######## design 1 ########
**Design 1: metal 3**

Drawn at 3 px/um.
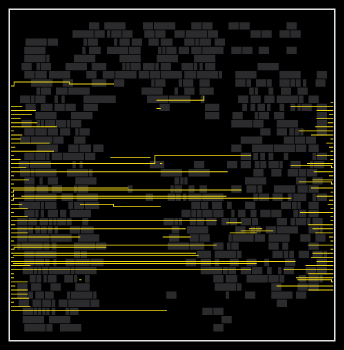

===== src/rtl/fanout_broadcast_buffer_pkg.sv =====
// Shared definitions for the fanout broadcast buffer and the fanout-ready hash.
// Both blocks must use branch_active() so they agree on which branches participate.
package fanout_broadcast_buffer_pkg;

   localparam int unsigned DefNumOut = 20;
   localparam int unsigned DefDataW  = 17;
   localparam int unsigned DefCfgW   = 8;
   localparam int unsigned DefSelBit = 5;
   localparam int unsigned DefCntW   = 16;

   typedef struct packed {
      logic        stop;
      logic [15:0] value;
   } token_t;

   function automatic logic branch_active(input logic               en,
                                          input logic [DefCfgW-1:0] cfg,
                                          input int unsigned        sel);
      return en & cfg[sel];
   endfunction

endpackage


===== src/rtl/fanout_fifo2.sv =====
// Two-entry FIFO with 1-bit pointers and an explicit 0..2 occupancy count.
// Push while full or pop while empty is prevented by the caller.
module fanout_fifo2
   import fanout_broadcast_buffer_pkg::*;
#(
   parameter int unsigned DATA_W = DefDataW
) (
   input  logic              clk,
   input  logic              reset,
   input  logic              push,
   input  logic              pop,
   input  logic [DATA_W-1:0] wr_data,
   output logic [DATA_W-1:0] rd_data,
   output logic [1:0]        count
);

   logic              wr_ptr_q, wr_ptr_d;
   logic              rd_ptr_q, rd_ptr_d;
   logic [1:0]        count_q, count_d;
   logic [DATA_W-1:0] mem_q [2];
   logic [DATA_W-1:0] mem_d [2];

   always_comb begin
      wr_ptr_d = wr_ptr_q;
      rd_ptr_d = rd_ptr_q;
      count_d  = count_q;
      mem_d    = mem_q;
      if (push) begin
         mem_d[wr_ptr_q] = wr_data;
         wr_ptr_d        = ~wr_ptr_q;
      end
      if (pop) begin
         rd_ptr_d = ~rd_ptr_q;
      end
      unique case ({push, pop})
         2'b10:   count_d = count_q + 2'd1;
         2'b01:   count_d = count_q - 2'd1;
         default: count_d = count_q;
      endcase
   end

   always_ff @(posedge clk) begin
      if (reset) begin
         wr_ptr_q <= 1'b0;
         rd_ptr_q <= 1'b0;
         count_q  <= 2'd0;
         mem_q[0] <= '0;
         mem_q[1] <= '0;
      end else begin
         wr_ptr_q <= wr_ptr_d;
         rd_ptr_q <= rd_ptr_d;
         count_q  <= count_d;
         mem_q    <= mem_d;
      end
   end

   assign rd_data = mem_q[rd_ptr_q];
   assign count   = count_q;

endmodule


===== src/rtl/fanout_broadcast_buffer.sv =====
// Delivers each buffered token to every active branch, popping the head once all
// active branches have accepted it; the done mask tracks acceptance for the head only.
module fanout_broadcast_buffer
   import fanout_broadcast_buffer_pkg::*;
#(
   parameter int unsigned NUM_OUT = DefNumOut,
   parameter int unsigned DATA_W  = DefDataW,
   parameter int unsigned CFG_W   = DefCfgW,
   parameter int unsigned SEL_BIT = DefSelBit,
   parameter int unsigned CNT_W   = DefCntW
) (
   input  logic                     clk,
   input  logic                     reset,
   input  logic [DATA_W-1:0]        in_data,
   input  logic                     in_valid,
   output logic                     in_ready,
   input  logic [NUM_OUT-1:0]       out_en,
   input  logic [NUM_OUT*CFG_W-1:0] out_cfg,
   output logic [DATA_W-1:0]        out_data,
   output logic [NUM_OUT-1:0]       out_valid,
   input  logic [NUM_OUT-1:0]       out_ready,
   output logic [CNT_W-1:0]         xfer_count
);

   logic [1:0]         count;
   logic               push, pop, head_valid, complete;
   logic [NUM_OUT-1:0] act, fire, sat;
   logic [NUM_OUT-1:0] done_q, done_d;
   logic [CNT_W-1:0]   xfer_count_q, xfer_count_d;

   fanout_fifo2 #(
      .DATA_W (DATA_W)
   ) u_fifo (
      .clk     (clk),
      .reset   (reset),
      .push    (push),
      .pop     (pop),
      .wr_data (in_data),
      .rd_data (out_data),
      .count   (count)
   );

   always_comb begin
      act = '0;
      for (int i = 0; i < NUM_OUT; i++) begin
         act[i] = branch_active(out_en[i], out_cfg[i*CFG_W +: CFG_W], SEL_BIT);
      end
   end

   assign in_ready   = (count != 2'd2) & ~reset;
   assign push       = in_valid & in_ready;
   // Gated by reset so stale entries are never presented while reset is held.
   assign head_valid = (count != 2'd0) & ~reset;
   assign out_valid  = {NUM_OUT{head_valid}} & act & ~done_q;
   assign fire       = out_valid & out_ready;
   // Inactive branches count as satisfied, so an empty act mask drops the token at once.
   assign sat        = done_q | fire | ~act;
   assign complete   = head_valid & (&sat);
   assign pop        = complete;

   always_comb begin
      done_d       = complete ? '0 : (done_q | fire);
      xfer_count_d = xfer_count_q + CNT_W'(complete);
   end

   always_ff @(posedge clk) begin
      if (reset) begin
         done_q       <= '0;
         xfer_count_q <= '0;
      end else begin
         done_q       <= done_d;
         xfer_count_q <= xfer_count_d;
      end
   end

   assign xfer_count = xfer_count_q;

endmodule


===== config.mk =====
export PLATFORM = sky130hd
export DESIGN_NAME = fanout_broadcast_buffer
export DESIGN_NICKNAME = d
export VERILOG_FILES = /design/src/rtl/fanout_broadcast_buffer_pkg.sv /design/src/rtl/fanout_fifo2.sv /design/src/rtl/fanout_broadcast_buffer.sv
export SDC_FILE = /design/constraint.sdc
export NUM_CORES = 1
export LEC_CHECK = 0
export ABC_AREA = 0
export CORE_AREA = 2 2 106 108
export CTS_CLUSTER_SIZE = 40
export DETAILED_ROUTE_END_ITERATION = 16
export DIE_AREA = 0 0 108 110
export PLACE_DENSITY = 0.78
export SYNTH_ARGS = -nofsm -noshare
export SYNTH_HDL_FRONTEND = slang
export SYNTH_SLANG_ARGS = --single-unit

===== constraint.sdc =====
create_clock -name clk -period 5.9 [get_ports clk]
set_clock_uncertainty 0.1 [all_clocks]
set_input_delay 1.18 -clock clk [delete_from_list [all_inputs] [get_ports clk]]
set_output_delay 1.18 -clock clk [all_outputs]
set_load 0.03 [all_outputs]

######## design 2 ########
`src/rtl/led_pattern_pkg.sv`:
```
// Shared types and constants for the LED pattern controller.
package led_pattern_pkg;

    typedef enum logic [1:0] {
        MODE_HALF   = 2'd0,
        MODE_CHASE  = 2'd1,
        MODE_TOGGLE = 2'd2,
        MODE_BINARY = 2'd3
    } mode_t;

    localparam int PWM_BITS = 4;

endpackage

```
`src/rtl/led_pattern_ctrl_btn_debounce.sv`:
```
// Push-button conditioner: 2-flop synchroniser, polarity fix-up, stable-time
// debounce and a single-cycle press pulse on each stable 0->1 transition.
module btn_debounce #(
    parameter int CLK_FREQ_HZ    = 10_000_000,
    parameter int DEBOUNCE_MS    = 10,
    parameter int BTN_ACTIVE_LOW = 0
) (
    input  logic clk,
    input  logic rst,
    input  logic btn_raw,
    output logic btn_level,
    output logic btn_press
);
    localparam int DB_RAW    = DEBOUNCE_MS * CLK_FREQ_HZ / 1000;
    localparam int DB_CYCLES = (DB_RAW > 0) ? DB_RAW : 1;
    localparam int CNT_W     = (DB_CYCLES > 1) ? $clog2(DB_CYCLES) : 1;
    localparam logic [CNT_W-1:0] CNT_MAX = CNT_W'(DB_CYCLES - 1);
    localparam logic IDLE_RAW = (BTN_ACTIVE_LOW != 0);

    logic [1:0]       sync_q;
    logic [CNT_W-1:0] cnt_q;
    logic             level_q;
    logic             press_q;
    logic             btn_in;

    assign btn_in    = sync_q[1] ^ IDLE_RAW;
    assign btn_level = level_q;
    assign btn_press = press_q;

    always_ff @(posedge clk or posedge rst) begin
        if (rst) begin
            // NOTE: synchroniser resets to the released raw level so a pull-up
            // button is not seen as pressed on the first cycles after reset.
            sync_q  <= {2{IDLE_RAW}};
            cnt_q   <= '0;
            level_q <= 1'b0;
            press_q <= 1'b0;
        end else begin
            // NOTE: non-blocking assignments keep every flop sampling the
            // pre-edge values, independent of statement order.
            sync_q  <= {sync_q[0], btn_raw};
            press_q <= 1'b0;
            if (btn_in == level_q) begin
                cnt_q <= '0;
            end else if (cnt_q == CNT_MAX) begin
                cnt_q   <= '0;
                level_q <= btn_in;
                press_q <= btn_in;
            end else begin
                cnt_q <= cnt_q + CNT_W'(1);
            end
        end
    end

endmodule

```
`src/rtl/led_pattern_ctrl.sv`:
```
// LED pattern engine: four button-selected display modes paced by a step tick.
// Define LED_PWM_EN to dim lit LEDs with a 4-bit PWM (duty PWM_DUTY/16).
module led_pattern_ctrl
    import led_pattern_pkg::*;
#(
    parameter int NUM_LEDS       = 8,
    parameter int CLK_FREQ_HZ    = 10_000_000,
    parameter int STEP_MS        = 250,
    parameter int DEBOUNCE_MS    = 10,
    parameter int BTN_ACTIVE_LOW = 0,
    parameter int LED_ACTIVE_LOW = 1,
    parameter int PWM_DUTY       = 8
) (
    input  logic                clk,
    input  logic                rst,
    input  logic                btn_mode,
    input  logic                btn_action,
    output logic [NUM_LEDS-1:0] led_out,
    output logic [1:0]          mode,
    output logic                step_tick
);
    localparam int TICKS  = CLK_FREQ_HZ / 1000 * STEP_MS;
    localparam int TICK_W = (TICKS > 1) ? $clog2(TICKS) : 1;
    localparam logic [TICK_W-1:0] TICK_MAX = TICK_W'(TICKS - 1);
    localparam int POS_W  = $clog2(NUM_LEDS);
    localparam logic [POS_W-1:0] POS_MAX = POS_W'(NUM_LEDS - 1);
    localparam logic [NUM_LEDS-1:0] LOWER_HALF =
        {{(NUM_LEDS/2){1'b0}}, {(NUM_LEDS/2){1'b1}}};
    localparam logic [NUM_LEDS-1:0] LED_POLARITY = {NUM_LEDS{LED_ACTIVE_LOW != 0}};

    logic mode_press, action_press;
    logic unused_mode_level, unused_action_level;
    logic pwm_on;

    mode_t               mode_q, mode_d;
    logic [TICK_W-1:0]   tick_cnt_q, tick_cnt_d;
    logic                phase_q, phase_d;
    logic [POS_W-1:0]    pos_q, pos_d;
    logic                dir_down_q, dir_down_d;
    logic                frozen_q, frozen_d;
    logic                toggle_q, toggle_d;
    logic [NUM_LEDS-1:0] count_q, count_d;
    logic [NUM_LEDS-1:0] led_q, led_d;
    logic [NUM_LEDS-1:0] lit;

    btn_debounce #(
        .CLK_FREQ_HZ   (CLK_FREQ_HZ),
        .DEBOUNCE_MS   (DEBOUNCE_MS),
        .BTN_ACTIVE_LOW(BTN_ACTIVE_LOW)
    ) u_db_mode (
        .clk      (clk),
        .rst      (rst),
        .btn_raw  (btn_mode),
        .btn_level(unused_mode_level),
        .btn_press(mode_press)
    );

    btn_debounce #(
        .CLK_FREQ_HZ   (CLK_FREQ_HZ),
        .DEBOUNCE_MS   (DEBOUNCE_MS),
        .BTN_ACTIVE_LOW(BTN_ACTIVE_LOW)
    ) u_db_action (
        .clk      (clk),
        .rst      (rst),
        .btn_raw  (btn_action),
        .btn_level(unused_action_level),
        .btn_press(action_press)
    );

`ifdef LED_PWM_EN
    localparam logic [PWM_BITS:0] DUTY = (PWM_BITS + 1)'(PWM_DUTY);
    logic [PWM_BITS-1:0] pwm_cnt_q;

    always_ff @(posedge clk or posedge rst) begin
        if (rst) pwm_cnt_q <= '0;
        else     pwm_cnt_q <= pwm_cnt_q + PWM_BITS'(1);
    end

    assign pwm_on = ({1'b0, pwm_cnt_q} < DUTY);
`else
    assign pwm_on = 1'b1;
`endif

    assign step_tick = (tick_cnt_q == TICK_MAX);
    assign led_out   = led_q;
    assign mode      = mode_q;

    always_comb begin
        // NOTE: every next-state value gets a default first, so no path
        // through the case statement can leave a latch behind.
        mode_d     = mode_q;
        tick_cnt_d = step_tick ? '0 : tick_cnt_q + TICK_W'(1);
        phase_d    = phase_q;
        pos_d      = pos_q;
        dir_down_d = dir_down_q;
        frozen_d   = frozen_q;
        toggle_d   = toggle_q;
        count_d    = count_q;

        if (mode_press) begin
            // A mode change restarts every pattern from a clean state; a
            // coincident action press is intentionally dropped.
            mode_d     = mode_t'(mode_q + 2'd1);
            tick_cnt_d = '0;
            phase_d    = 1'b0;
            pos_d      = '0;
            dir_down_d = 1'b0;
            frozen_d   = 1'b0;
            toggle_d   = 1'b0;
            count_d    = '0;
        end else begin
            case (mode_q)
                MODE_HALF: if (step_tick) phase_d = ~phase_q;
                MODE_CHASE: begin
                    if (action_press) frozen_d = ~frozen_q;
                    if (step_tick && !frozen_q) begin
                        if (!dir_down_q) begin
                            if (pos_q == POS_MAX) begin
                                pos_d      = pos_q - POS_W'(1);
                                dir_down_d = 1'b1;
                            end else begin
                                pos_d = pos_q + POS_W'(1);
                            end
                        end else begin
                            if (pos_q == '0) begin
                                pos_d      = pos_q + POS_W'(1);
                                dir_down_d = 1'b0;
                            end else begin
                                pos_d = pos_q - POS_W'(1);
                            end
                        end
                    end
                end
                MODE_TOGGLE: if (action_press) toggle_d = ~toggle_q;
                MODE_BINARY: begin
                    if (action_press)   count_d = '0;
                    else if (step_tick) count_d = count_q + NUM_LEDS'(1);
                end
                default: ;
            endcase
        end

        lit = '0;
        case (mode_d)
            MODE_HALF:   lit = phase_d ? ~LOWER_HALF : LOWER_HALF;
            MODE_CHASE:  lit[pos_d] = 1'b1;
            MODE_TOGGLE: lit = {NUM_LEDS{toggle_d}};
            MODE_BINARY: lit = count_d;
            default:     lit = '0;
        endcase
        led_d = (lit & {NUM_LEDS{pwm_on}}) ^ LED_POLARITY;
    end

    always_ff @(posedge clk or posedge rst) begin
        if (rst) begin
            mode_q     <= MODE_HALF;
            tick_cnt_q <= '0;
            phase_q    <= 1'b0;
            pos_q      <= '0;
            dir_down_q <= 1'b0;
            frozen_q   <= 1'b0;
            toggle_q   <= 1'b0;
            count_q    <= '0;
            led_q      <= LED_POLARITY;
        end else begin
            mode_q     <= mode_d;
            tick_cnt_q <= tick_cnt_d;
            phase_q    <= phase_d;
            pos_q      <= pos_d;
            dir_down_q <= dir_down_d;
            frozen_q   <= frozen_d;
            toggle_q   <= toggle_d;
            count_q    <= count_d;
            led_q      <= led_d;
        end
    end

endmodule
```
`config.mk`:
```
export PLATFORM = sky130hd
export DESIGN_NAME = led_pattern_ctrl
export DESIGN_NICKNAME = d
export VERILOG_FILES = /design/src/rtl/led_pattern_pkg.sv /design/src/rtl/led_pattern_ctrl_btn_debounce.sv /design/src/rtl/led_pattern_ctrl.sv
export SDC_FILE = /design/constraint.sdc
export NUM_CORES = 1
export LEC_CHECK = 0
export ABC_AREA = 0
export CAP_MARGIN = 10
export CORE_UTILIZATION = 45
export CTS_CLUSTER_SIZE = 40
export DETAILED_ROUTE_END_ITERATION = 8
export PLACE_DENSITY = 0.63
export SYNTH_ARGS = -nofsm -noshare
export SYNTH_HDL_FRONTEND = slang
export SYNTH_SLANG_ARGS = --single-unit
```
`constraint.sdc`:
```
create_clock -name clk -period 2.8 [get_ports clk]
set_input_delay 0.56 -clock clk [delete_from_list [all_inputs] [get_ports clk]]
set_output_delay 0.56 -clock clk [all_outputs]
set_load 0.03 [all_outputs]
```
######## design 3 ########
[config.mk]
export PLATFORM = sky130hd
export DESIGN_NAME = ds_laser_packer
export DESIGN_NICKNAME = d
export VERILOG_FILES = /design/src/rtl/pmt_pack_pkg.sv /design/src/rtl/pack_sync_fifo.sv /design/src/rtl/ds_laser_packer.sv
export SDC_FILE = /design/constraint.sdc
export NUM_CORES = 1
export LEC_CHECK = 0
export ABC_AREA = 1
export CORE_UTILIZATION = 43
export CTS_BUF_LIST = sky130_fd_sc_hd__clkbuf_8
export DETAILED_ROUTE_END_ITERATION = 12
export PLACE_DENSITY = 0.59
export SYNTH_ARGS = -nofsm -noshare
export SYNTH_HDL_FRONTEND = slang
export SYNTH_SLANG_ARGS = --single-unit
[constraint.sdc]
create_clock -name clk_i -period 4.4 [get_ports clk_i]
set_clock_uncertainty 0.05 [all_clocks]
set_input_delay 0.44 -clock clk_i [delete_from_list [all_inputs] [get_ports clk_i]]
set_output_delay 0.44 -clock clk_i [all_outputs]
set_load 0.01 [all_outputs]
[src/rtl/pmt_pack_pkg.sv]
// Shared geometry for the laser sample packer: default widths and derived sizes.
package pmt_pack_pkg;

    localparam int unsigned DATA_WIDTH_DEF = 16;
    localparam int unsigned PACK_NUM_DEF   = 4;

    function automatic int unsigned pack_width(input int unsigned dw, input int unsigned pn);
        return dw * pn;
    endfunction

    function automatic int unsigned lane_cnt_w(input int unsigned pn);
        return $clog2(pn);
    endfunction

    // FIFO entry layout is {zero, last, keep, data}
    function automatic int unsigned entry_width(input int unsigned dw, input int unsigned pn);
        return dw * pn + pn + 2;
    endfunction

endpackage

[src/rtl/pack_sync_fifo.sv]
// Single-clock first-word-fall-through FIFO with occupancy count.
module pack_sync_fifo #(
    parameter int unsigned WIDTH = 8,
    parameter int unsigned DEPTH = 16
) (
    input  logic                       clk_i,
    input  logic                       rst_i,
    input  logic                       wr_en,
    input  logic [WIDTH-1:0]           wr_data,
    output logic                       full,
    input  logic                       rd_en,
    output logic [WIDTH-1:0]           rd_data,
    output logic                       empty,
    output logic [$clog2(DEPTH):0]     count
);

    localparam int unsigned PTR_W = $clog2(DEPTH);
    localparam int unsigned CNT_W = PTR_W + 1;

    logic [WIDTH-1:0] mem [DEPTH];
    logic [PTR_W-1:0] wr_ptr_q;
    logic [PTR_W-1:0] rd_ptr_q;
    logic [CNT_W-1:0] count_q;
    logic             do_wr;
    logic             do_rd;

    assign empty   = (count_q == '0);
    assign full    = (count_q == CNT_W'(DEPTH));
    assign count   = count_q;
    assign do_rd   = rd_en & ~empty;
    // A write into a full FIFO is legal when the head leaves in the same cycle
    assign do_wr   = wr_en & (~full | do_rd);
    assign rd_data = empty ? '0 : mem[rd_ptr_q];

    always_ff @(posedge clk_i) begin
        if (rst_i) begin
            wr_ptr_q <= '0;
            rd_ptr_q <= '0;
            count_q  <= '0;
        end else begin
            if (do_wr) wr_ptr_q <= wr_ptr_q + PTR_W'(1);
            if (do_rd) rd_ptr_q <= rd_ptr_q + PTR_W'(1);
            case ({do_wr, do_rd})
                2'b10:   count_q <= count_q + CNT_W'(1);
                2'b01:   count_q <= count_q - CNT_W'(1);
                default: count_q <= count_q;
            endcase
        end
    end

    always_ff @(posedge clk_i) begin
        if (do_wr) mem[wr_ptr_q] <= wr_data;
    end

endmodule

[src/rtl/ds_laser_packer.sv]
// Drops lost samples, packs survivors PACK_NUM per word, flushes at window end,
// and buffers words in an FWFT FIFO with overflow accounting.
module ds_laser_packer
    import pmt_pack_pkg::*;
#(
    parameter int unsigned DATA_WIDTH = DATA_WIDTH_DEF,
    parameter int unsigned PACK_NUM   = PACK_NUM_DEF,
    parameter int unsigned FIFO_DEPTH = 16
) (
    input  logic                           clk_i,
    input  logic                           rst_i,
    input  logic                           ds_acc_flag_i,
    input  logic                           ds_zero_flag_i,
    input  logic                           ds_laser_vld_i,
    input  logic [DATA_WIDTH-1:0]          ds_laser_data_i,
    input  logic                           ds_laser_lost_i,
    output logic                           pack_vld_o,
    input  logic                           pack_rdy_i,
    output logic [DATA_WIDTH*PACK_NUM-1:0] pack_data_o,
    output logic [PACK_NUM-1:0]            pack_keep_o,
    output logic                           pack_last_o,
    output logic                           pack_zero_o,
    output logic                           pack_ovf_o,
    output logic [15:0]                    pack_drop_cnt_o
);

    localparam int unsigned PACK_WIDTH = pack_width(DATA_WIDTH, PACK_NUM);
    localparam int unsigned LANE_CNT_W = lane_cnt_w(PACK_NUM);
    localparam int unsigned ENTRY_W    = entry_width(DATA_WIDTH, PACK_NUM);
    localparam int unsigned FIFO_CNT_W = $clog2(FIFO_DEPTH) + 1;

    // Input stage
    logic                  in_vld_q;
    logic                  in_lost_q;
    logic                  in_acc_q;
    logic                  in_zero_q;
    logic [DATA_WIDTH-1:0] in_data_q;
    logic                  acc_prev_q;

    // Pack stage
    logic [LANE_CNT_W-1:0] cnt_q,   cnt_n;
    logic [PACK_WIDTH-1:0] lanes_q, lanes_n;
    logic [PACK_NUM-1:0]   keep_q,  keep_n;
    logic                  zero_q,  zero_n;
    logic                  wr_en_q, wr_en_n;
    logic [ENTRY_W-1:0]    wr_data_q, wr_data_n;

    logic                  accept;
    logic                  acc_fall;
    logic                  acc_rise;

    // FIFO and overflow accounting
    logic                  fifo_full;
    logic                  fifo_empty;
    logic                  fifo_rd;
    logic                  drop;
    logic [ENTRY_W-1:0]    fifo_rd_data;
    logic [FIFO_CNT_W-1:0] fifo_count;
    logic                  ovf_q;
    logic [15:0]           drop_cnt_q;

    always_ff @(posedge clk_i) begin
        if (rst_i) begin
            in_vld_q   <= 1'b0;
            in_lost_q  <= 1'b0;
            in_acc_q   <= 1'b0;
            in_zero_q  <= 1'b0;
            in_data_q  <= '0;
            acc_prev_q <= 1'b0;
        end else begin
            in_vld_q   <= ds_laser_vld_i;
            in_lost_q  <= ds_laser_lost_i;
            in_acc_q   <= ds_acc_flag_i;
            in_zero_q  <= ds_zero_flag_i;
            in_data_q  <= ds_laser_data_i;
            acc_prev_q <= in_acc_q;
        end
    end

    assign accept   = in_vld_q & ~in_lost_q & in_acc_q;
    assign acc_fall = acc_prev_q & ~in_acc_q;
    assign acc_rise = ~acc_prev_q & in_acc_q;

    // Lane accumulation, word completion and window-end flush
    always_comb begin
        cnt_n     = cnt_q;
        lanes_n   = lanes_q;
        keep_n    = keep_q;
        zero_n    = zero_q;
        wr_en_n   = 1'b0;
        wr_data_n = '0;

        if (acc_fall) begin
            // With nothing accumulated the accumulators are already zero: a marker word
            wr_en_n   = 1'b1;
            wr_data_n = {zero_q, 1'b1, keep_q, lanes_q};
            cnt_n     = '0;
            lanes_n   = '0;
            keep_n    = '0;
            zero_n    = 1'b0;
        end else begin
            if (acc_rise) begin
                cnt_n   = '0;
                lanes_n = '0;
                keep_n  = '0;
                zero_n  = 1'b0;
            end
            if (accept) begin
                for (int unsigned l = 0; l < PACK_NUM; l++) begin
                    if (cnt_n == LANE_CNT_W'(l)) begin
                        lanes_n[l*DATA_WIDTH +: DATA_WIDTH] = in_data_q;
                        keep_n[l]                           = 1'b1;
                    end
                end
                zero_n = zero_n | in_zero_q;
                if (cnt_n == LANE_CNT_W'(PACK_NUM - 1)) begin
                    wr_en_n   = 1'b1;
                    wr_data_n = {zero_n, 1'b0, keep_n, lanes_n};
                    cnt_n     = '0;
                    lanes_n   = '0;
                    keep_n    = '0;
                    zero_n    = 1'b0;
                end else begin
                    cnt_n = cnt_n + LANE_CNT_W'(1);
                end
            end
        end
    end

    always_ff @(posedge clk_i) begin
        if (rst_i) begin
            cnt_q     <= '0;
            lanes_q   <= '0;
            keep_q    <= '0;
            zero_q    <= 1'b0;
            wr_en_q   <= 1'b0;
            wr_data_q <= '0;
        end else begin
            cnt_q     <= cnt_n;
            lanes_q   <= lanes_n;
            keep_q    <= keep_n;
            zero_q    <= zero_n;
            wr_en_q   <= wr_en_n;
            wr_data_q <= wr_data_n;
        end
    end

    assign fifo_rd = pack_rdy_i & ~fifo_empty;
    assign drop    = wr_en_q & fifo_full & ~fifo_rd;

    pack_sync_fifo #(
        .WIDTH (ENTRY_W),
        .DEPTH (FIFO_DEPTH)
    ) u_fifo (
        .clk_i   (clk_i),
        .rst_i   (rst_i),
        .wr_en   (wr_en_q),
        .wr_data (wr_data_q),
        .full    (fifo_full),
        .rd_en   (fifo_rd),
        .rd_data (fifo_rd_data),
        .empty   (fifo_empty),
        .count   (fifo_count)
    );

    // Sticky overflow and saturating drop counter
    always_ff @(posedge clk_i) begin
        if (rst_i) begin
            ovf_q      <= 1'b0;
            drop_cnt_q <= '0;
        end else if (drop) begin
            ovf_q <= 1'b1;
            if (drop_cnt_q != 16'hFFFF) drop_cnt_q <= drop_cnt_q + 16'd1;
        end
    end

    assign pack_vld_o      = (fifo_count != '0);
    assign {pack_zero_o, pack_last_o, pack_keep_o, pack_data_o} = fifo_rd_data;
    assign pack_ovf_o      = ovf_q;
    assign pack_drop_cnt_o = drop_cnt_q;

endmodule
######## design 4 ########
File: src/rtl/sound_scheduler.sv
// Purpose : priority scheduler for four fixed tone sequences driving a tone generator.
// Latency : a request is audible 1 cycle after it is sampled; every output is a register (or decodes the state register).
// Backpres: none; requests are one-cycle pulses, lower-priority ones are parked in a non-stacking pending set.
//
// Ports:
//   clk          system clock
//   reset        synchronous, active-high
//   tick         one-cycle note-step strobe
//   req[3:0]     request pulses: 0 brick bump, 1 explosion, 2 life lost, 3 endgame
//   frequency    tone index for the tone generator
//   enable_sound tone generator audible when 1
//   active_id    sound playing now, or the one that played last
//   busy         state is not IDLE
//   locked       block is muted until reset
module sound_scheduler #(
  parameter int unsigned GAP_TICKS    = 1,  // silent ticks after each sound, 1..7
  parameter int unsigned ENDGAME_LOCK = 1   // 1: finished endgame sound mutes the block
) (
  input  logic       clk,
  input  logic       reset,
  input  logic       tick,
  input  logic [3:0] req,
  output logic [3:0] frequency,
  output logic       enable_sound,
  output logic [1:0] active_id,
  output logic       busy,
  output logic       locked
);

  typedef enum logic [1:0] {IDLE, PLAY, GAP, LOCKED} state_t;

  state_t     state, state_n;
  logic [3:0] pending, pend_n;
  logic [3:0] remaining, rem_n;
  logic [2:0] gap_cnt, gap_n;
  logic [3:0] freq_n;
  logic       en_n;
  logic [1:0] id_n;

  logic       do_start;
  logic [1:0] start_id;
  logic [1:0] req_id;
  logic [3:0] req_others;
  logic [3:0] merged;

  // Sound table
  function automatic logic [3:0] tbl_start(input logic [1:0] id);
    case (id)
      2'd0:    tbl_start = 4'd0;
      2'd1:    tbl_start = 4'd7;
      2'd2:    tbl_start = 4'd12;
      default: tbl_start = 4'd0;
    endcase
  endfunction

  // Steps are two's complement so a 4-bit add wraps modulo 16.
  function automatic logic [3:0] tbl_step(input logic [1:0] id);
    case (id)
      2'd0:    tbl_step = 4'd2;
      2'd1:    tbl_step = 4'd14;
      2'd2:    tbl_step = 4'd14;
      default: tbl_step = 4'd1;
    endcase
  endfunction

  function automatic logic [3:0] tbl_notes(input logic [1:0] id);
    case (id)
      2'd0:    tbl_notes = 4'd2;
      2'd1:    tbl_notes = 4'd3;
      2'd2:    tbl_notes = 4'd4;
      default: tbl_notes = 4'd9;
    endcase
  endfunction

  function automatic logic [1:0] top_id(input logic [3:0] v);
    if (v[3])      top_id = 2'd3;
    else if (v[2]) top_id = 2'd2;
    else if (v[1]) top_id = 2'd1;
    else           top_id = 2'd0;
  endfunction

  always_comb begin
    state_n    = state;
    pend_n     = pending;
    rem_n      = remaining;
    gap_n      = gap_cnt;
    freq_n     = frequency;
    en_n       = enable_sound;
    id_n       = active_id;
    do_start   = 1'b0;
    start_id   = 2'd0;
    req_id     = top_id(req);
    req_others = req & ~(4'b0001 << req_id);
    merged     = pending | req;

    case (state)
      IDLE: begin
        if (|req) begin
          do_start = 1'b1;
          start_id = req_id;
          pend_n   = pending | req_others;
        end
      end

      PLAY: begin
        if ((|req) && (req_id >= active_id)) begin
          // Preempt or restart; the current sound is dropped and this cycle's tick is lost.
          do_start = 1'b1;
          start_id = req_id;
          pend_n   = pending | req_others;
        end else begin
          pend_n = merged;
          if (tick) begin
            if (remaining > 4'd1) begin
              freq_n = frequency + tbl_step(active_id);
              rem_n  = remaining - 4'd1;
            end else begin
              freq_n = 4'd0;
              en_n   = 1'b0;
              rem_n  = 4'd0;
              if ((active_id == 2'd3) && (ENDGAME_LOCK == 1)) begin
                state_n = LOCKED;
                pend_n  = 4'd0;
              end else begin
                state_n = GAP;
                gap_n   = 3'(GAP_TICKS);
              end
            end
          end
        end
      end

      GAP: begin
        pend_n = merged;
        if (tick) begin
          if (gap_cnt <= 3'd1) begin
            gap_n = 3'd0;
            if (|merged) begin
              do_start = 1'b1;
              start_id = top_id(merged);
              pend_n   = merged & ~(4'b0001 << top_id(merged));
            end else begin
              state_n = IDLE;
            end
          end else begin
            gap_n = gap_cnt - 3'd1;
          end
        end
      end

      default: begin  // LOCKED
        pend_n = 4'd0;
        freq_n = 4'd0;
        en_n   = 1'b0;
      end
    endcase

    if (do_start) begin
      state_n = PLAY;
      freq_n  = tbl_start(start_id);
      rem_n   = tbl_notes(start_id);
      id_n    = start_id;
      en_n    = 1'b1;
    end
  end

  always_ff @(posedge clk) begin
    if (reset) begin
      state        <= IDLE;
      pending      <= 4'd0;
      remaining    <= 4'd0;
      gap_cnt      <= 3'd0;
      frequency    <= 4'd0;
      enable_sound <= 1'b0;
      active_id    <= 2'd0;
    end else begin
      state        <= state_n;
      pending      <= pend_n;
      remaining    <= rem_n;
      gap_cnt      <= gap_n;
      frequency    <= freq_n;
      enable_sound <= en_n;
      active_id    <= id_n;
    end
  end

  assign busy   = (state != IDLE);
  assign locked = (state == LOCKED);

endmodule

File: config.mk
export PLATFORM = sky130hd
export DESIGN_NAME = sound_scheduler
export DESIGN_NICKNAME = d
export VERILOG_FILES = /design/src/rtl/sound_scheduler.sv
export SDC_FILE = /design/constraint.sdc
export NUM_CORES = 1
export LEC_CHECK = 0
export CAP_MARGIN = 40
export CORE_ASPECT_RATIO = 0.8
export CORE_UTILIZATION = 31
export DETAILED_ROUTE_END_ITERATION = 12
export PLACE_DENSITY_LB_ADDON = 0.3
export SYNTH_ARGS = -nofsm -noshare
export SYNTH_HDL_FRONTEND = slang
export SYNTH_SLANG_ARGS = --single-unit
File: constraint.sdc
create_clock -name clk -period 3.3 [get_ports clk]
set_input_delay 0.66 -clock clk [delete_from_list [all_inputs] [get_ports clk]]
set_output_delay 0.66 -clock clk [all_outputs]
set_load 0.1 [all_outputs]
**Design 2: nets reached from selected ports**

Drawn at 4 px/um.
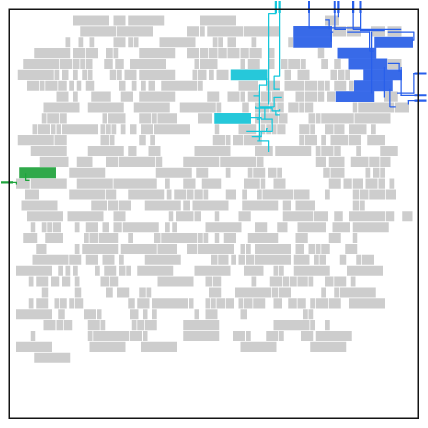
Key: green = btn_action [direction input, edge left, end cells 1, buffers 1, wire 4.30 um]; cyan = mode [direction output, edge top, end cells 2, buffers 2, wire 112 um]; blue = led_out [direction output, edge 5 top, 3 right, end cells 8, buffers 8, wire 137 um]

==> results.json, design 2 <==
{
  "synth-simple-area-share_pct": 25.4,
  "cts_buffer_depth": 2,
  "path_clk_slew_ns": 0.09,
  "rsz0062_at_grt": "false",
  "flop-count": 89,
  "numSynthFlops": 89,
  "fa_ha_area_share_pct": 3.34,
  "crit_path_end_kind": "flip-flop",
  "nClkBuffers": 9,
  "synth_area_leader_cell": "dfrtp_1",
  "yosys_warnings": 0,
  "status": "finished clean",
  "cap_violations": 0,
  "p_clk_share_pct": 39.9,
  "p_switching_uw": 529,
  "cp.required_ns": 3.08,
  "post_cts_resized": 0,
  "syn_avg_cell_area_um2": 9.91,
  "final-max-slew-violation-count": 0
}
==> design 2: final timing paths <==
| path | start | end | slack, ns |
|---|---|---|---|
| setup reg to reg | tick_cnt_q[16] | led_out[2] | 0.24 |
| setup / recovery | tick_cnt_q[16] | led_out[2] | 0.24 |
| hold / removal | u_db_mode.sync_q[0] | u_db_mode.sync_q[1] | 0.36 |
| min in group asynchronous | rst | u_db_mode.cnt_q[7] | 0.58 |
| hold reg to reg | u_db_mode.sync_q[0] | u_db_mode.sync_q[1] | 0.36 |
| max in group asynchronous | rst | led_out[7] | 1.57 |
**Design 4: the clock network**

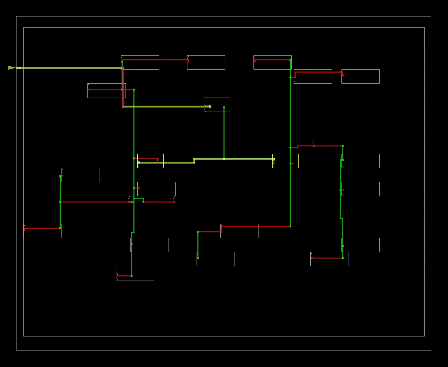
number of clock buffers in the layout: 3
clk ins delay skew pair: 0.26 ns

==> results.json, design 4 <==
{
  "post-route-drc-count": 0,
  "yosys_warnings": 0,
  "grt_pass1_wl_mm": 6.23,
  "hold_path_depth": 2,
  "gp_congestion": 0.800,
  "placed_cells": 272,
  "holdWs_ns": 0.498,
  "mostFrequentLayoutCell": "buf_4",
  "synth_area_leader_cell": "dfxtp_1",
  "num_io_pins": 16,
  "layout.nets": 240,
  "htree_levels": 1,
  "reg2reg_depth": 9,
  "diodes": 0,
  "dpl_cell_area_mm2": 0.00182,
  "post_cts_resized": 0,
  "period_used_pct": 91.5,
  "cp_max_fo": 3,
  "syn2layout_area_growth_pct": 22.2,
  "finalSetupTns_ns": 0,
  "cts_buffer_depth": 2,
  "die_x_um": 80.4,
  "top_regs": "frequency x4, pending x4, remaining x4",
  "cellPowerDensity_mw_per_mm2": 484,
  "layout_top_cells": "26 x buf_4, 22 x nor2_1, 20 x dfxtp_1",
  "syn_avg_cell_area_um2": 8.15,
  "status": "finished clean",
  "drive_gt1_share_pct": 18.6
}
==> design 4: power breakdown <==
group	total, uW	switching [uW]	internal [uW]
Clock	166	84.3	81.5
Sequential	304	32.4	272
Combinational	432	277	155
Total	902	394	508
==> design 4: area by class of cell <==
type                    instances  area, um2  area share, %
repair buffers                 32        255           13.7
inverters                      16       60.1           3.22
clock buffers                   3       41.3           2.22
flip-flops and latches         20        400           21.5
well taps                      60       75.1           4.03
multi-input cells             144       1030           55.3
**Design 1: nets reached from selected ports**

Drawn at 4 px/um.
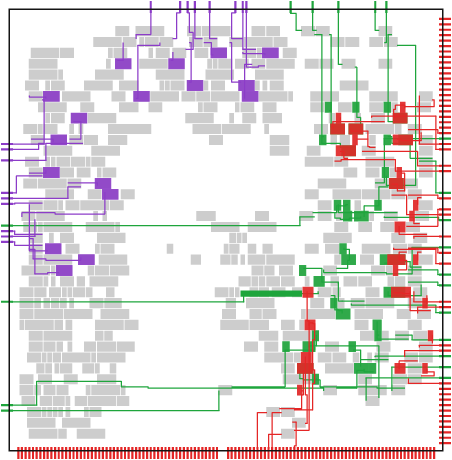
Key: purple = out_data [direction output, edge 9 left, 8 top, end cells 17, buffers 17, wire 394 um]; green = out_ready [direction input, edge 11 right, 5 top, 4 left, end cells 37, buffers 20, wire 971 um]; red = out_cfg [direction input, edge 112 bottom, 48 right, end cells 29, buffers 20, wire 484 um]

**Design 1: clock wires, drivers and flops**

Drawn at 4 px/um.
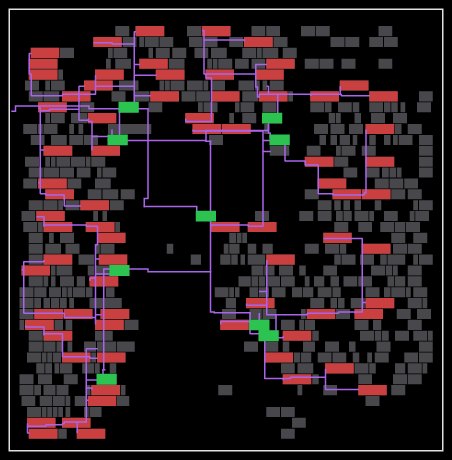
Key: red = flip-flops [count 74]; green = clock drivers [count 9]; purple = clock wires [length 947 um]
There are 10 routed clock nets.

## Picture notes: 'metal 3' of design 1
The wires run mostly horizontal. 103 nets have wire on it. The layer holds 16% of the routed length. The layer carries 1670 um of wire. The longest straight run is 94.5 um.

==> results.json, design 1 <==
{
  "p_sw_share_pct": 24.6,
  "drive_gt1_share_pct": 11.9,
  "syn2layout_area_growth_pct": 48.4,
  "grtUsageTotal_pct": 18.2,
  "period_used_pct": 71.0,
  "post-route-drc-count": 0,
  "grt-ovfl-total": 0,
  "status": "finished clean",
  "num_io_pins": 274,
  "n_all_inverters": 4,
  "synth_cell_types": 40,
  "crit_type": "input port to output pin",
  "instances_no_fill": 629,
  "cap_violations": 0,
  "period_needed_ns": 4.19,
  "htree_levels": 3,
  "dr_wl_met2_mm": 4.32,
  "grt_max_degree": 75,
  "comb_area_share_pct": 35.3,
  "synth_seq_share_pct": 43.9,
  "start_kind": "input port",
  "final_util_pct": 46.9,
  "clockRootBuffer": "clkbuf_8",
  "postCtsHoldBufs": 0,
  "p_clk_share_pct": 37.5,
  "comb_area_mm2": 0.00177
}
## design 1: worst paths after layout
check / startpoint / end / slack, ns / depth (start not counted)
worst max-delay path: reset / in_ready / 1.71 / 5
worst min-delay path: done_q[2] / done_q[2] / 0.39 / 2
worst max register to register: done_q[5] / xfer_count[14] / 2.76 / 11
worst min register to register: done_q[2] / done_q[2] / 0.39 / 2
## design 1: per-layer routing
| metal | vias to the layer above | global-route usage, % |
|---|---|---|
| met5 | - | 0 |
| met4 | 2 | 4.67 |
| met3 | 10 | 13.5 |
| met2 | 118 | 26.7 |
| met1 | 1433 | 21.0 |
| li1 | 1503 | - |
**Design 3: the clock network**

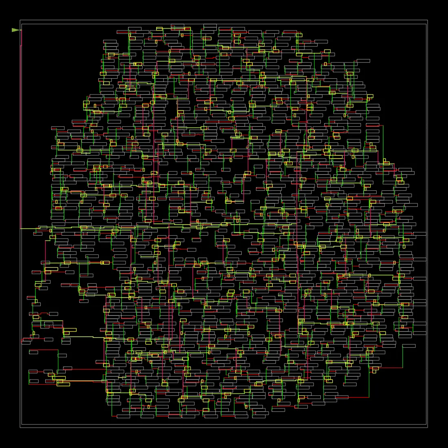
clock sink count: 1317
flip-flops: 1317
P_clk: 10300 uW
clk ins delay skew pair: 0.90 ns
CTS buffer count: 211

==> results.json, design 3 <==
{
  "final-max-slew-violation-count": 0,
  "ant_nets": 0,
  "totalWireLength_mm": 140,
  "report.power.total_uw": 31000,
  "yosys_warnings": 0,
  "rsz0062_at_grt": "false",
  "mostFrequentLayoutCell": "edfxtp_1",
  "regMostFlops": "u_fifo.mem",
  "hold_end": "in_data_q[0]",
  "power_leader": "sequential cells",
  "edf_count": 1120,
  "status": "finished clean",
  "synth_area_leader_cell": "edfxtp_1",
  "top_regs": "u_fifo.mem x1120, wr_data_q x70, lanes_q x64",
  "reg2reg_depth": 12,
  "grt_pass1_vias": 32400,
  "grt_pass1_wl_mm": 207,
  "r2r-start": "in_acc_q",
  "layout_top_cells": "1120 x edfxtp_1, 614 x nor2_1, 591 x o21ai_0",
  "vias": 33600,
  "use_met1_pct": 33.0,
  "cpMostUsedCell": "buf_4"
}
## design 3: critical path: cells and delay by family (launching register included)
kind | cells | cell delay [ns]
buf+inv | 4 | 1.51
compound gates | 4 | 0.49
flops | 1 | 0.71
## design 3: repair_timing
action	4_1_cts	5_1_grt
cloned	0	0
setup endpoints to repair	8	20
hold endpoints to repair	12	0
hold buffers	9	0
buffers inserted	1	1
resized	2	5
## design 3: area by class of cell
type	count	area, um2
diodes	2	5.00
clock buffers	245	3370
multi-input cells	2244	11700
flip-flops and latches	1317	37600
inverters	151	602
clock inverters	151	817
repair buffers	217	2440
fillers	10000	58400
well taps	1524	1910

==> layout pictures side by side <==
Placed cells, one colour a class.
picture 1
Drawn at 1 px/um.
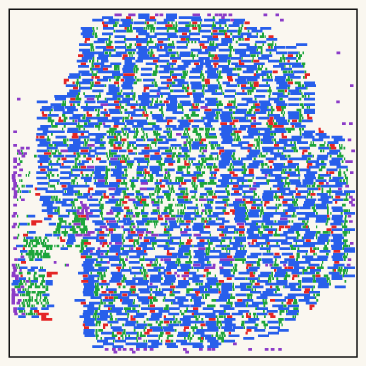
picture 2
Drawn at 3 px/um.
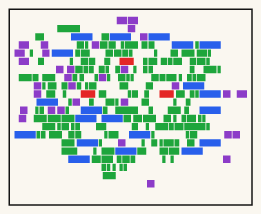
picture 3
Drawn at 3 px/um.
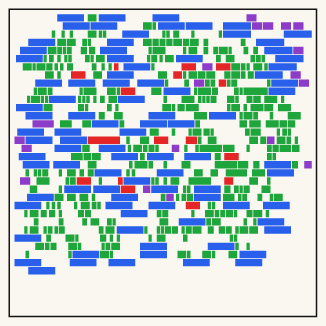
picture 4
Drawn at 2 px/um.
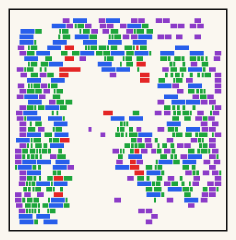
picture 2: design 4
picture 4: design 1
picture 1: design 3
picture 3: design 2

Key to picture 1:
Key: red = clock drivers and dummy loads [cells 396, share of their area 7.4%]; green = combinational and other logic [cells 2395, share of their area 22%]; purple = remaining buffers and delay cells [cells 217, share of their area 4.3%]; blue = sequential cells [cells 1317, share of their area 67%]



## Gallery

Metal 3.
panel A
Drawn at 1 px/um.
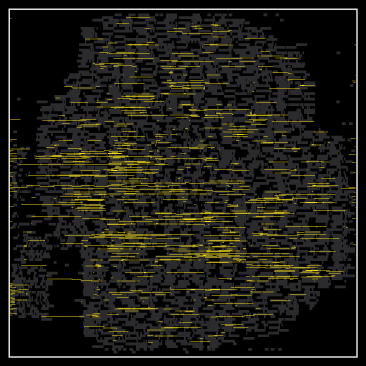
panel B
Drawn at 4 px/um.
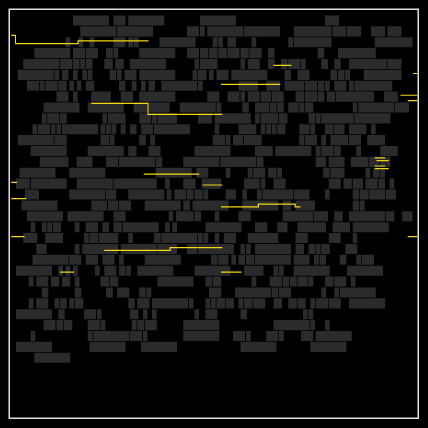
panel C
Drawn at 4 px/um.
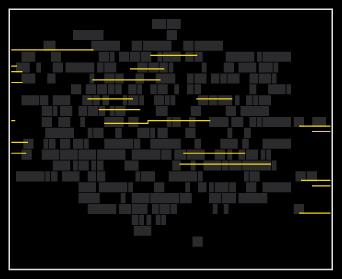
Of these, largest die: panel A
Of these, smallest die: panel C
design 2 -> panel B
design 3 -> panel A
design 4 -> panel C

Key to panel B:
The longest straight run is 18.4 um. The wires run mostly horizontal. 15 nets have wire on it.


## Gallery

Clock wires, drivers and flops.
image #1
Drawn at 4 px/um.
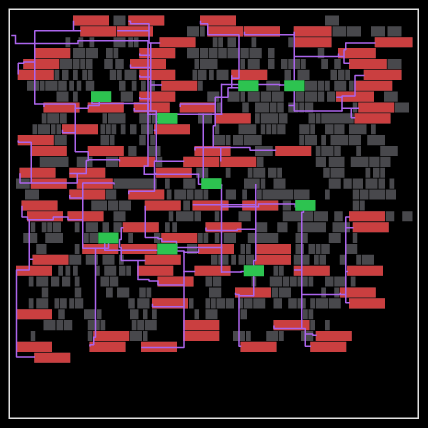
image #2
Drawn at 6 px/um.
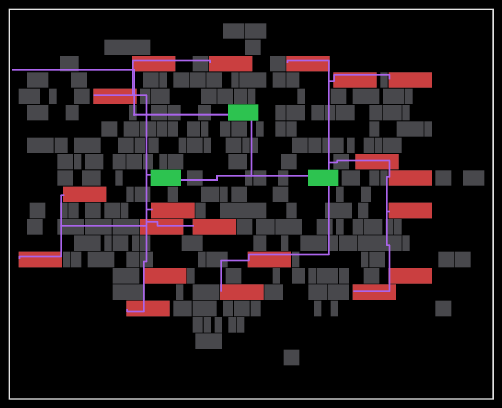
image #3
Drawn at 1.5 px/um.
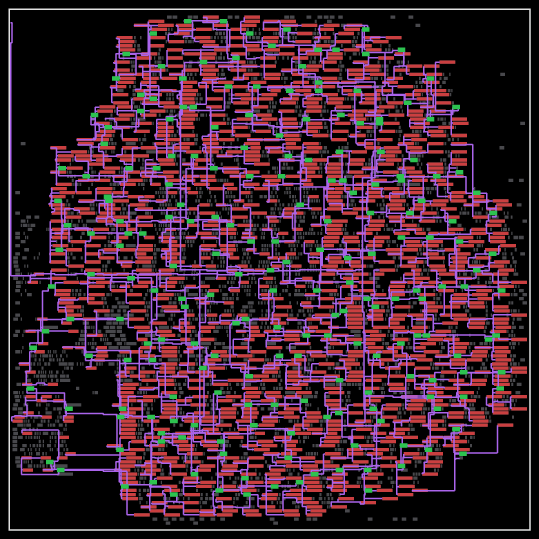
design 3: image #3
design 2: image #1
design 4: image #2
The one with the largest die is image #3.

Key to image #1:
Key: red = flip-flops [count 89]; green = clock drivers [count 9]; purple = clock wires [length 1080 um]
Position of the flops: widely spread. There are 10 routed clock nets.

Power is estimated from default activity; no workload was simulated.
